# ---- block 1 ----
Block 1, the metal 3 layer:
Scale bar: 20 µm.
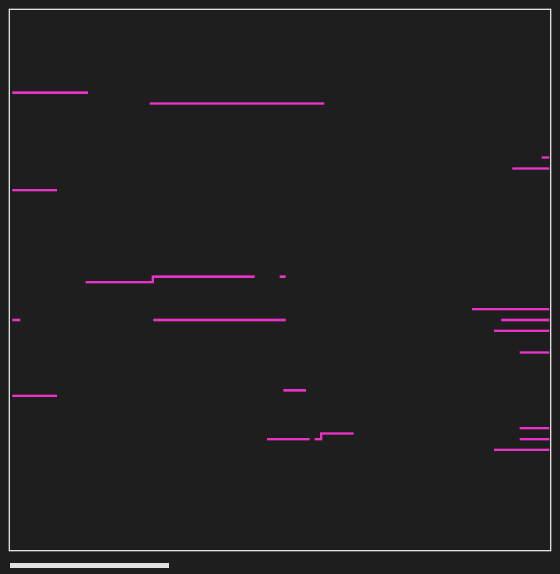

File: config.mk
export PLATFORM = sky130hd
export DESIGN_NAME = diff_window_accumulator
export DESIGN_NICKNAME = d
export VERILOG_FILES = /design/src/rtl/diff_window_accumulator.sv
export SDC_FILE = /design/constraint.sdc
export NUM_CORES = 1
export LEC_CHECK = 0
export CAP_MARGIN = 10
export CORE_MARGIN = 2
export CORE_UTILIZATION = 50
export DETAILED_ROUTE_END_ITERATION = 16
export PLACE_DENSITY_LB_ADDON = 0.15
export RECOVER_POWER = 25
export SLEW_MARGIN = 20
export SYNTH_ARGS = -nofsm -noshare
export SYNTH_HDL_FRONTEND = slang
export SYNTH_SLANG_ARGS = --single-unit
export TNS_END_PERCENT = 30
File: constraint.sdc
create_clock -name clk -period 4.15 [get_ports clk]
set_input_delay 1.0375 -clock clk [delete_from_list [all_inputs] [get_ports clk]]
set_output_delay 1.0375 -clock clk [all_outputs]
set_load 0.05 [all_outputs]
File: src/rtl/diff_window_accumulator.sv
// Accumulates a window of unsigned difference samples and reports sum, count, max and min.
// Windows close on the WIN-th sample or on an early flush; results are held until the consumer handshakes.
module diff_window_accumulator #(
  parameter int DW  = 4,
  parameter int WIN = 4,
  parameter int CW  = $clog2(WIN + 1),
  parameter int SW  = DW + $clog2(WIN + 1)
) (
  input  logic          clk,
  input  logic          rst,
  input  logic          in_valid,
  output logic          in_ready,
  input  logic [DW-1:0] in_diff,
  input  logic          flush,
  output logic          out_valid,
  input  logic          out_ready,
  output logic [SW-1:0] out_sum,
  output logic [CW-1:0] out_count,
  output logic [DW-1:0] out_max,
  output logic [DW-1:0] out_min
);

  typedef enum logic {ACCUM, HOLD} state_t;

  state_t        r_state;
  logic [SW-1:0] r_acc_sum;
  logic [CW-1:0] r_acc_cnt;
  logic [DW-1:0] r_acc_max;
  logic [DW-1:0] r_acc_min;
  logic          r_out_valid;
  logic [SW-1:0] r_out_sum;
  logic [CW-1:0] r_out_count;
  logic [DW-1:0] r_out_max;
  logic [DW-1:0] r_out_min;

  logic          w_accept;
  logic          w_close;
  logic [SW-1:0] w_sum_next;
  logic [CW-1:0] w_cnt_next;
  logic [DW-1:0] w_max_next;
  logic [DW-1:0] w_min_next;

  // Combinational so that ready drops with reset and rises in the first cycle after release.
  assign in_ready = ~rst & (r_state == ACCUM);
  assign w_accept = in_valid & in_ready;

  always_comb begin
    w_sum_next = r_acc_sum;
    w_cnt_next = r_acc_cnt;
    w_max_next = r_acc_max;
    w_min_next = r_acc_min;
    if (w_accept) begin
      w_sum_next = r_acc_sum + SW'(in_diff);
      w_cnt_next = r_acc_cnt + CW'(1);
      if (r_acc_cnt == '0) begin
        w_max_next = in_diff;
        w_min_next = in_diff;
      end else begin
        w_max_next = (in_diff > r_acc_max) ? in_diff : r_acc_max;
        w_min_next = (in_diff < r_acc_min) ? in_diff : r_acc_min;
      end
    end
    w_close = (r_state == ACCUM) &&
              ((w_accept && (w_cnt_next == CW'(WIN))) || (flush && (w_cnt_next != '0)));
  end

  always_ff @(posedge clk or posedge rst) begin
    if (rst) begin
      r_state     <= ACCUM;
      r_acc_sum   <= '0;
      r_acc_cnt   <= '0;
      r_acc_max   <= '0;
      r_acc_min   <= '0;
      r_out_valid <= 1'b0;
      r_out_sum   <= '0;
      r_out_count <= '0;
      r_out_max   <= '0;
      r_out_min   <= '0;
    end else begin
      case (r_state)
        ACCUM: begin
          if (w_close) begin
            r_out_sum   <= w_sum_next;
            r_out_count <= w_cnt_next;
            r_out_max   <= w_max_next;
            r_out_min   <= w_min_next;
            r_out_valid <= 1'b1;
            r_acc_sum   <= '0;
            r_acc_cnt   <= '0;
            r_acc_max   <= '0;
            r_acc_min   <= '0;
            r_state     <= HOLD;
          end else begin
            r_acc_sum <= w_sum_next;
            r_acc_cnt <= w_cnt_next;
            r_acc_max <= w_max_next;
            r_acc_min <= w_min_next;
          end
        end
        HOLD: begin
          // Accumulators were cleared on entry, so leaving HOLD only drops valid.
          if (out_ready) begin
            r_out_valid <= 1'b0;
            r_state     <= ACCUM;
          end
        end
        default: r_state <= ACCUM;
      endcase
    end
  end

  assign out_valid = r_out_valid;
  assign out_sum   = r_out_sum;
  assign out_count = r_out_count;
  assign out_max   = r_out_max;
  assign out_min   = r_out_min;

endmodule

# ---- block 2 ----
<file path="config.mk">
export PLATFORM = sky130hd
export DESIGN_NAME = bsg_activation_mac
export DESIGN_NICKNAME = d
export VERILOG_FILES = /design/src/rtl/bsg_activation_pkg.sv /design/src/rtl/bsg_activation_sat.sv /design/src/rtl/bsg_activation_mac.sv
export SDC_FILE = /design/constraint.sdc
export NUM_CORES = 1
export LEC_CHECK = 0
export CAP_MARGIN = 20
export CORE_MARGIN = 5
export CORE_UTILIZATION = 35
export CTS_BUF_LIST = sky130_fd_sc_hd__clkbuf_8
export DETAILED_ROUTE_END_ITERATION = 16
export DONT_BUFFER_PORTS = 1
export GPL_TIMING_DRIVEN = 0
export PLACE_DENSITY_LB_ADDON = 0.05
export SYNTH_ARGS = -nofsm -noshare
export SYNTH_HDL_FRONTEND = slang
export SYNTH_SLANG_ARGS = --single-unit
</file>
<file path="constraint.sdc">
create_clock -name clk_i -period 5.8 [get_ports clk_i]
set_input_delay 1.16 -clock clk_i [delete_from_list [all_inputs] [get_ports clk_i]]
set_output_delay 1.16 -clock clk_i [all_outputs]
set_load 0.02 [all_outputs]
</file>
<file path="src/rtl/bsg_activation_pkg.sv">
// rtl/bsg_activation_pkg.sv - shared fixed-point constants and MAC state encoding
package bsg_activation_pkg;

    localparam int act_frac_lp      = 16;
    localparam int act_ang_width_lp = 21;
    localparam logic [act_ang_width_lp-1:0] act_one_lp = act_ang_width_lp'(1) << act_frac_lp;

    typedef enum logic [1:0] {
        e_ACC,
        e_DRAIN,
        e_OUT
    } mac_state_e;

endpackage

</file>
<file path="src/rtl/bsg_activation_sat.sv">
// rtl/bsg_activation_sat.sv - combinational signed clip from accumulator to angle width
module bsg_activation_sat #(
    parameter int acc_width_p = 40,
    parameter int ang_width_p = 21
) (
    input  logic signed [acc_width_p-1:0] acc_i,
    output logic        [ang_width_p-1:0] ang_o,
    output logic                          sat_o
);

    // The value fits only when every bit from the MSB down to the output sign bit agrees.
    logic [acc_width_p-ang_width_p:0] upper;

    assign upper = acc_i[acc_width_p-1:ang_width_p-1];
    assign sat_o = ~((&upper) | ~(|upper));

    always_comb begin
        ang_o = acc_i[ang_width_p-1:0];
        if (sat_o) begin
            ang_o = acc_i[acc_width_p-1] ? {1'b1, {(ang_width_p-1){1'b0}}}
                                         : {1'b0, {(ang_width_p-1){1'b1}}};
        end
    end

endmodule

</file>
<file path="src/rtl/bsg_activation_mac.sv">
// rtl/bsg_activation_mac.sv - streaming signed dot product plus bias, saturated to angle format
module bsg_activation_mac
    import bsg_activation_pkg::*;
#(
    parameter int in_width_p  = 16,
    parameter int in_frac_p   = 8,
    parameter int frac_p      = act_frac_lp,
    parameter int ang_width_p = act_ang_width_lp,
    parameter int acc_width_p = 40,
    parameter int max_len_p   = 64
) (
    input  logic                          clk_i,
    input  logic                          reset_n_i,
    input  logic                          v_i,
    output logic                          ready_o,
    input  logic signed [in_width_p-1:0]  x_i,
    input  logic signed [in_width_p-1:0]  w_i,
    input  logic signed [ang_width_p-1:0] bias_i,
    input  logic                          tanh_sel_i,
    input  logic                          last_i,
    output logic                          v_o,
    input  logic                          ready_i,
    output logic        [ang_width_p-1:0] ang_o,
    output logic                          tanh_sel_o,
    output logic                          sat_o,
    output logic                          len_err_o
);

    localparam int cnt_w_lp      = $clog2(max_len_p + 1);
    localparam int prod_w_lp     = 2 * in_width_p;
    localparam int prod_shift_lp = frac_p - 2 * in_frac_p;

    mac_state_e                     state_q, state_d;
    logic signed [acc_width_p-1:0]  acc_q, acc_d;
    logic        [cnt_w_lp-1:0]     cnt_q, cnt_d;
    logic signed [prod_w_lp-1:0]    prod_q, prod_d;
    logic                           prod_v_q, prod_v_d;
    logic                           tsel_q, tsel_d;
    logic                           lerr_q, lerr_d;
    logic                           v_o_q, v_o_d;
    logic        [ang_width_p-1:0]  ang_q, ang_d;
    logic                           tanh_sel_q, tanh_sel_d;
    logic                           sat_q, sat_d;
    logic                           len_err_q, len_err_d;

    logic                           accept;
    logic                           at_max;
    logic signed [acc_width_p-1:0]  prod_ext;
    logic signed [acc_width_p-1:0]  acc_sum;
    logic        [ang_width_p-1:0]  clip_val;
    logic                           clip_sat;

    assign ready_o  = (state_q == e_ACC);
    assign accept   = v_i & ready_o;
    assign at_max   = (cnt_q == cnt_w_lp'(max_len_p - 1));
    assign prod_ext = acc_width_p'(prod_q) <<< prod_shift_lp;
    assign acc_sum  = acc_q + (prod_v_q ? prod_ext : '0);

    bsg_activation_sat #(
        .acc_width_p(acc_width_p),
        .ang_width_p(ang_width_p)
    ) u_sat (
        .acc_i(acc_sum),
        .ang_o(clip_val),
        .sat_o(clip_sat)
    );

    always_comb begin
        state_d    = state_q;
        acc_d      = acc_q;
        cnt_d      = cnt_q;
        prod_d     = prod_q;
        prod_v_d   = prod_v_q;
        tsel_d     = tsel_q;
        lerr_d     = lerr_q;
        v_o_d      = v_o_q;
        ang_d      = ang_q;
        tanh_sel_d = tanh_sel_q;
        sat_d      = sat_q;
        len_err_d  = len_err_q;

        case (state_q)
            e_ACC: begin
                acc_d    = acc_sum;
                prod_v_d = 1'b0;
                if (accept) begin
                    prod_d   = prod_w_lp'(x_i) * prod_w_lp'(w_i);
                    prod_v_d = 1'b1;
                    cnt_d    = cnt_q + cnt_w_lp'(1);
                    // No product is ever pending on the first beat, so the bias simply seeds the sum.
                    if (cnt_q == '0) begin
                        acc_d  = acc_width_p'(bias_i);
                        tsel_d = tanh_sel_i;
                        lerr_d = 1'b0;
                    end
                    if (last_i || at_max) begin
                        state_d = e_DRAIN;
                        lerr_d  = ~last_i;
                    end
                end
            end
            e_DRAIN: begin
                acc_d      = acc_sum;
                prod_v_d   = 1'b0;
                ang_d      = clip_val;
                sat_d      = clip_sat;
                tanh_sel_d = tsel_q;
                len_err_d  = lerr_q;
                v_o_d      = 1'b1;
                state_d    = e_OUT;
            end
            e_OUT: begin
                if (ready_i) begin
                    v_o_d   = 1'b0;
                    cnt_d   = '0;
                    acc_d   = '0;
                    state_d = e_ACC;
                end
            end
            default: begin
                state_d = e_ACC;
            end
        endcase
    end

    always_ff @(posedge clk_i or negedge reset_n_i) begin
        if (!reset_n_i) begin
            state_q    <= e_ACC;
            acc_q      <= '0;
            cnt_q      <= '0;
            prod_q     <= '0;
            prod_v_q   <= 1'b0;
            tsel_q     <= 1'b0;
            lerr_q     <= 1'b0;
            v_o_q      <= 1'b0;
            ang_q      <= '0;
            tanh_sel_q <= 1'b0;
            sat_q      <= 1'b0;
            len_err_q  <= 1'b0;
        end else begin
            state_q    <= state_d;
            acc_q      <= acc_d;
            cnt_q      <= cnt_d;
            prod_q     <= prod_d;
            prod_v_q   <= prod_v_d;
            tsel_q     <= tsel_d;
            lerr_q     <= lerr_d;
            v_o_q      <= v_o_d;
            ang_q      <= ang_d;
            tanh_sel_q <= tanh_sel_d;
            sat_q      <= sat_d;
            len_err_q  <= len_err_d;
        end
    end

    assign v_o        = v_o_q;
    assign ang_o      = ang_q;
    assign tanh_sel_o = tanh_sel_q;
    assign sat_o      = sat_q;
    assign len_err_o  = len_err_q;

endmodule

</file>

==> screenshots <==
Metal 1.
(a)
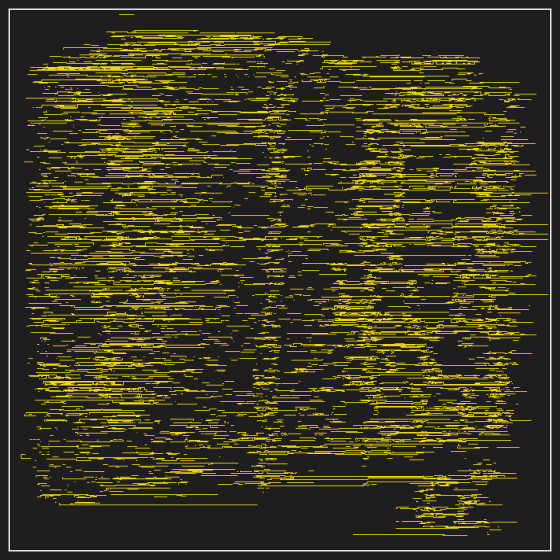
(b)
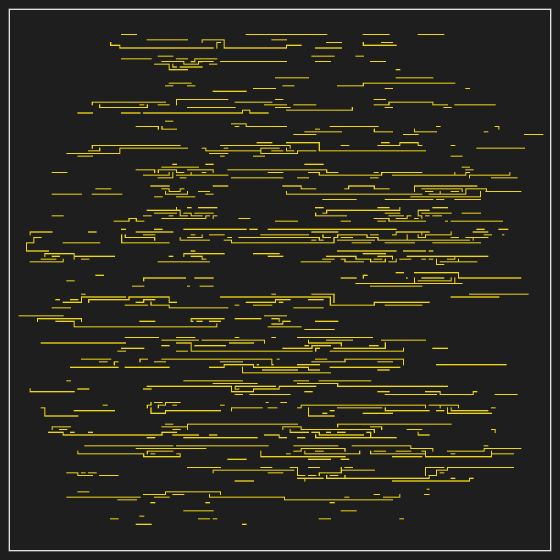
Block 2 is (a).
Block 1 is (b).

Key to (a):
share of all routed wire: 46%
wire length on this layer: 24.5 mm
longest straight run: 85.6 µm
main direction: horizontal

Block 2, cells colored by class:
Fill, decap, tap and diode cells in gray.
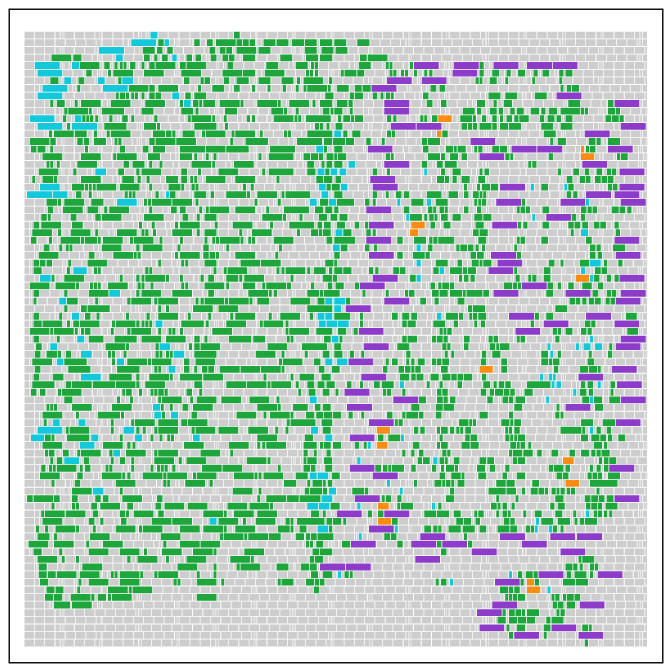
[other buffers and delay cells] cyan | cells: 144 | share of their area: 6.6%
[combinational and other logic] green | cells: 1,794 | share of their area: 78%
[clock drivers and dummy loads] orange | cells: 16 | share of their area: 0.96%
[flops] purple | cells: 109 | share of their area: 14%

==> impl_metrics.tcl, block 2 <==
# metrics dict for downstream scripts
set metrics [dict create \
    route.vias.total 13740 \
    setup_violations 13 \
    cpMaxStageDelayCell "sky130_fd_sc_hd__fa_2" \
    post-route-drc-count 0 \
    nWellTaps 664 \
    grt_util_met2_pct 32.71 \
    chipArea_mm2 0.05447 \
    cts_made_buffers 9 \
    violated_checks "negative setup slack" \
    fillers 5037 \
    yosysUniqueCellTypes 81 \
    non_clock_inverter_count 305 \
    timing.final.ws_setup_ns -0.4510 \
    numSynthFlops 109 \
    outcome "complete, but fails checks" \
    met3_length_um 2177 \
    synthMuxAreaShare_pct 0.5946 \
    worst_skew_pair.late_latency_ns 0.45 \
    global_route.usage.met1_pct 26.36 \
    final_global_route_overflow_total 0 \
    synth_seq_share_pct 15.62 \
]
==> block 2: path summary, 6_finish.rpt <==
check	end	slack, ns	cells after the start
worst max-delay path	prod_q[29]	-0.45	23
worst min-delay path	v_o	0.39	0
worst max register to register	ang_o[4]	0.98	14
worst min register to register	prod_q[0]	0.48	2
max in group asynchronous	prod_q[12]	5.24	0
min in group clk_i	prod_q[0]	0.48	2
==> block 2: logic make-up (layout without fill, tap and decap cells) <==
family                   Yosys count  in the layout
XOR/XNOR                          62             62
AND/OR/NAND/NOR                  655            655
flip-flops                       109            109
adder cells (fa/ha/maj)          390            390
AND-OR/OR-AND                    372            372
multiplexers                      10             10
buffers and inverters            391            465
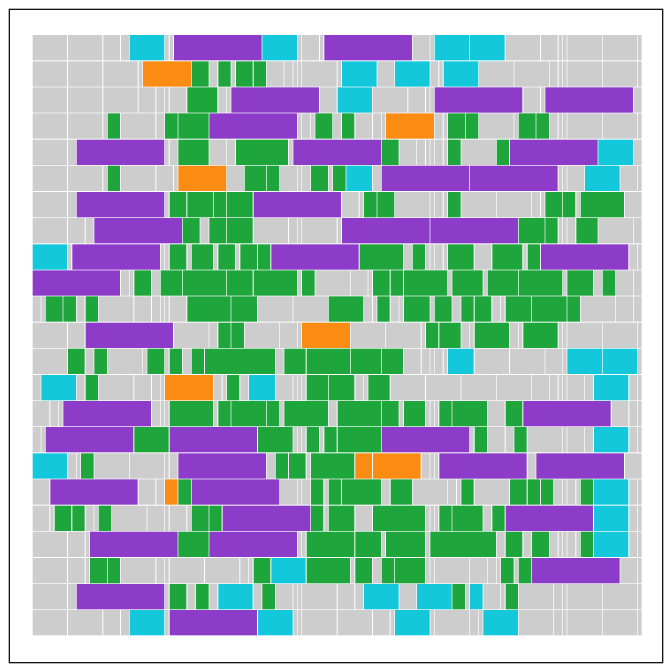
Block 1: cells colored by class
Fill, decap, tap and diode cells in gray.
[combinational and other logic] green | cells: 164 | share of their area: 43%
[other buffers and delay cells] cyan | cells: 32 | share of their area: 13%
[clock drivers and dummy loads] orange | cells: 8 | share of their area: 3.8%
[flops] purple | cells: 38 | share of their area: 40%
share of cell area taken by flip-flops and latches: 38.85%
core utilization of the finished layout: 61.63%

About 'the metal 3 layer' of block 1:
nets with wire on the layer: 16
share of all routed wire: 3.5%
wire length on this layer: 137 µm
longest straight run: 21.6 µm

==> impl_metrics.tcl, block 1 <==
# metrics dict for downstream scripts
set metrics [dict create \
    top_cell "sky130_fd_sc_hd__dfrtp_1" \
    critical_path.cell_chain "dlygate4sd3_1 > nor2_1 > clkdlybuf4s50_1" \
    reg2reg_depth 8 \
    synth_cells 208 \
    synth-area-yosys_mm2 0.002038 \
    cts_resized 0 \
    cp_top_family "buffers and inverters" \
    cap_violations 1 \
    post_synth_main_area_contributors "sky130_fd_sc_hd__dfrtp_1 47%, sky130_fd_sc_hd__ha_1 8.6%, sky130_fd_sc_hd__nand2_1 5.0%" \
    endpoint "in_ready" \
    final_max_slew_viol_count 39 \
    outcome "complete, but fails checks" \
    violated_checks "max-capacitance violations, max-slew violations" \
    final-comb-area_um2 975.9 \
    fraction_of_met3_tracks_used_by_global_routing_pct 4.934 \
]
-- block 1: cells by family (layout without fill, tap and decap cells) --
| logic type | Yosys count | count (layout) | share of synthesized area (%) |
|---|---|---|---|
| XOR/XNOR | 5 | 5 | 2.149 |
| multiplexers | 7 | 7 | 3.867 |
| AND/OR/NAND/NOR | 70 | 70 | 16.33 |
| flip-flops | 38 | 38 | 46.65 |
| buffers and inverters | 22 | 56 | 5.464 |
| adder cells (fa/ha/maj) | 15 | 15 | 9.577 |
| AND-OR/OR-AND | 51 | 51 | 15.96 |
-- block 1: per-stage QoR --
step / area (µm²) / instances / setup WS [ns]
after CTS: 2451 / 292 / 0.5913
after global placement: 2360 / 284 / 0.6028
after floorplan: 2038 / 208 / 1.359
after global routing: 2447 / 292 / 0.4484
final: 2447 / 292 / 0.4980
after detailed placement: 2360 / 284 / 0.5920
-- block 1: flip-flops by register name, indices dropped and copies added (netlist names), 3 cells and up --
name and cells:
out_sum 7, r_acc_sum 7, out_max 4, out_min 4, r_acc_max 4, r_acc_min 4
out_count 3, r_acc_cnt 3


## Gallery

Clock wiring as the flow saved it.
panel A
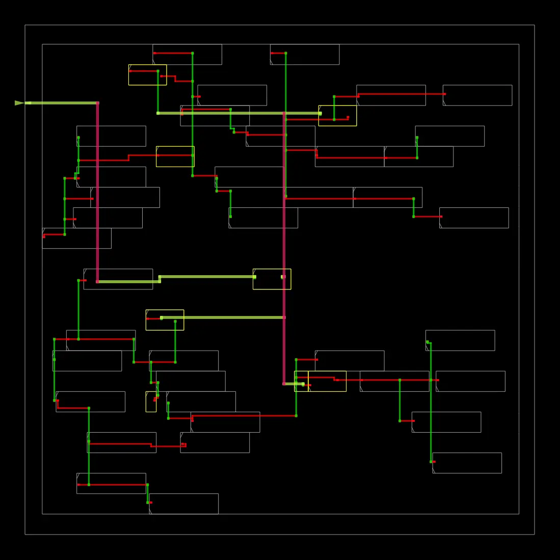
panel B
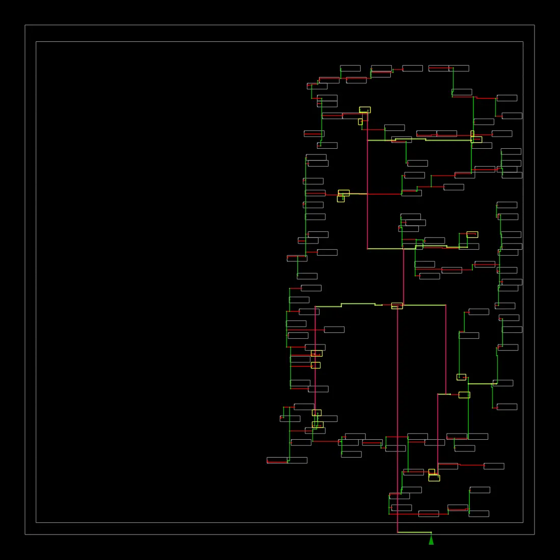
Of these, most sequential cells: panel B
- panel A = block 1
- panel B = block 2

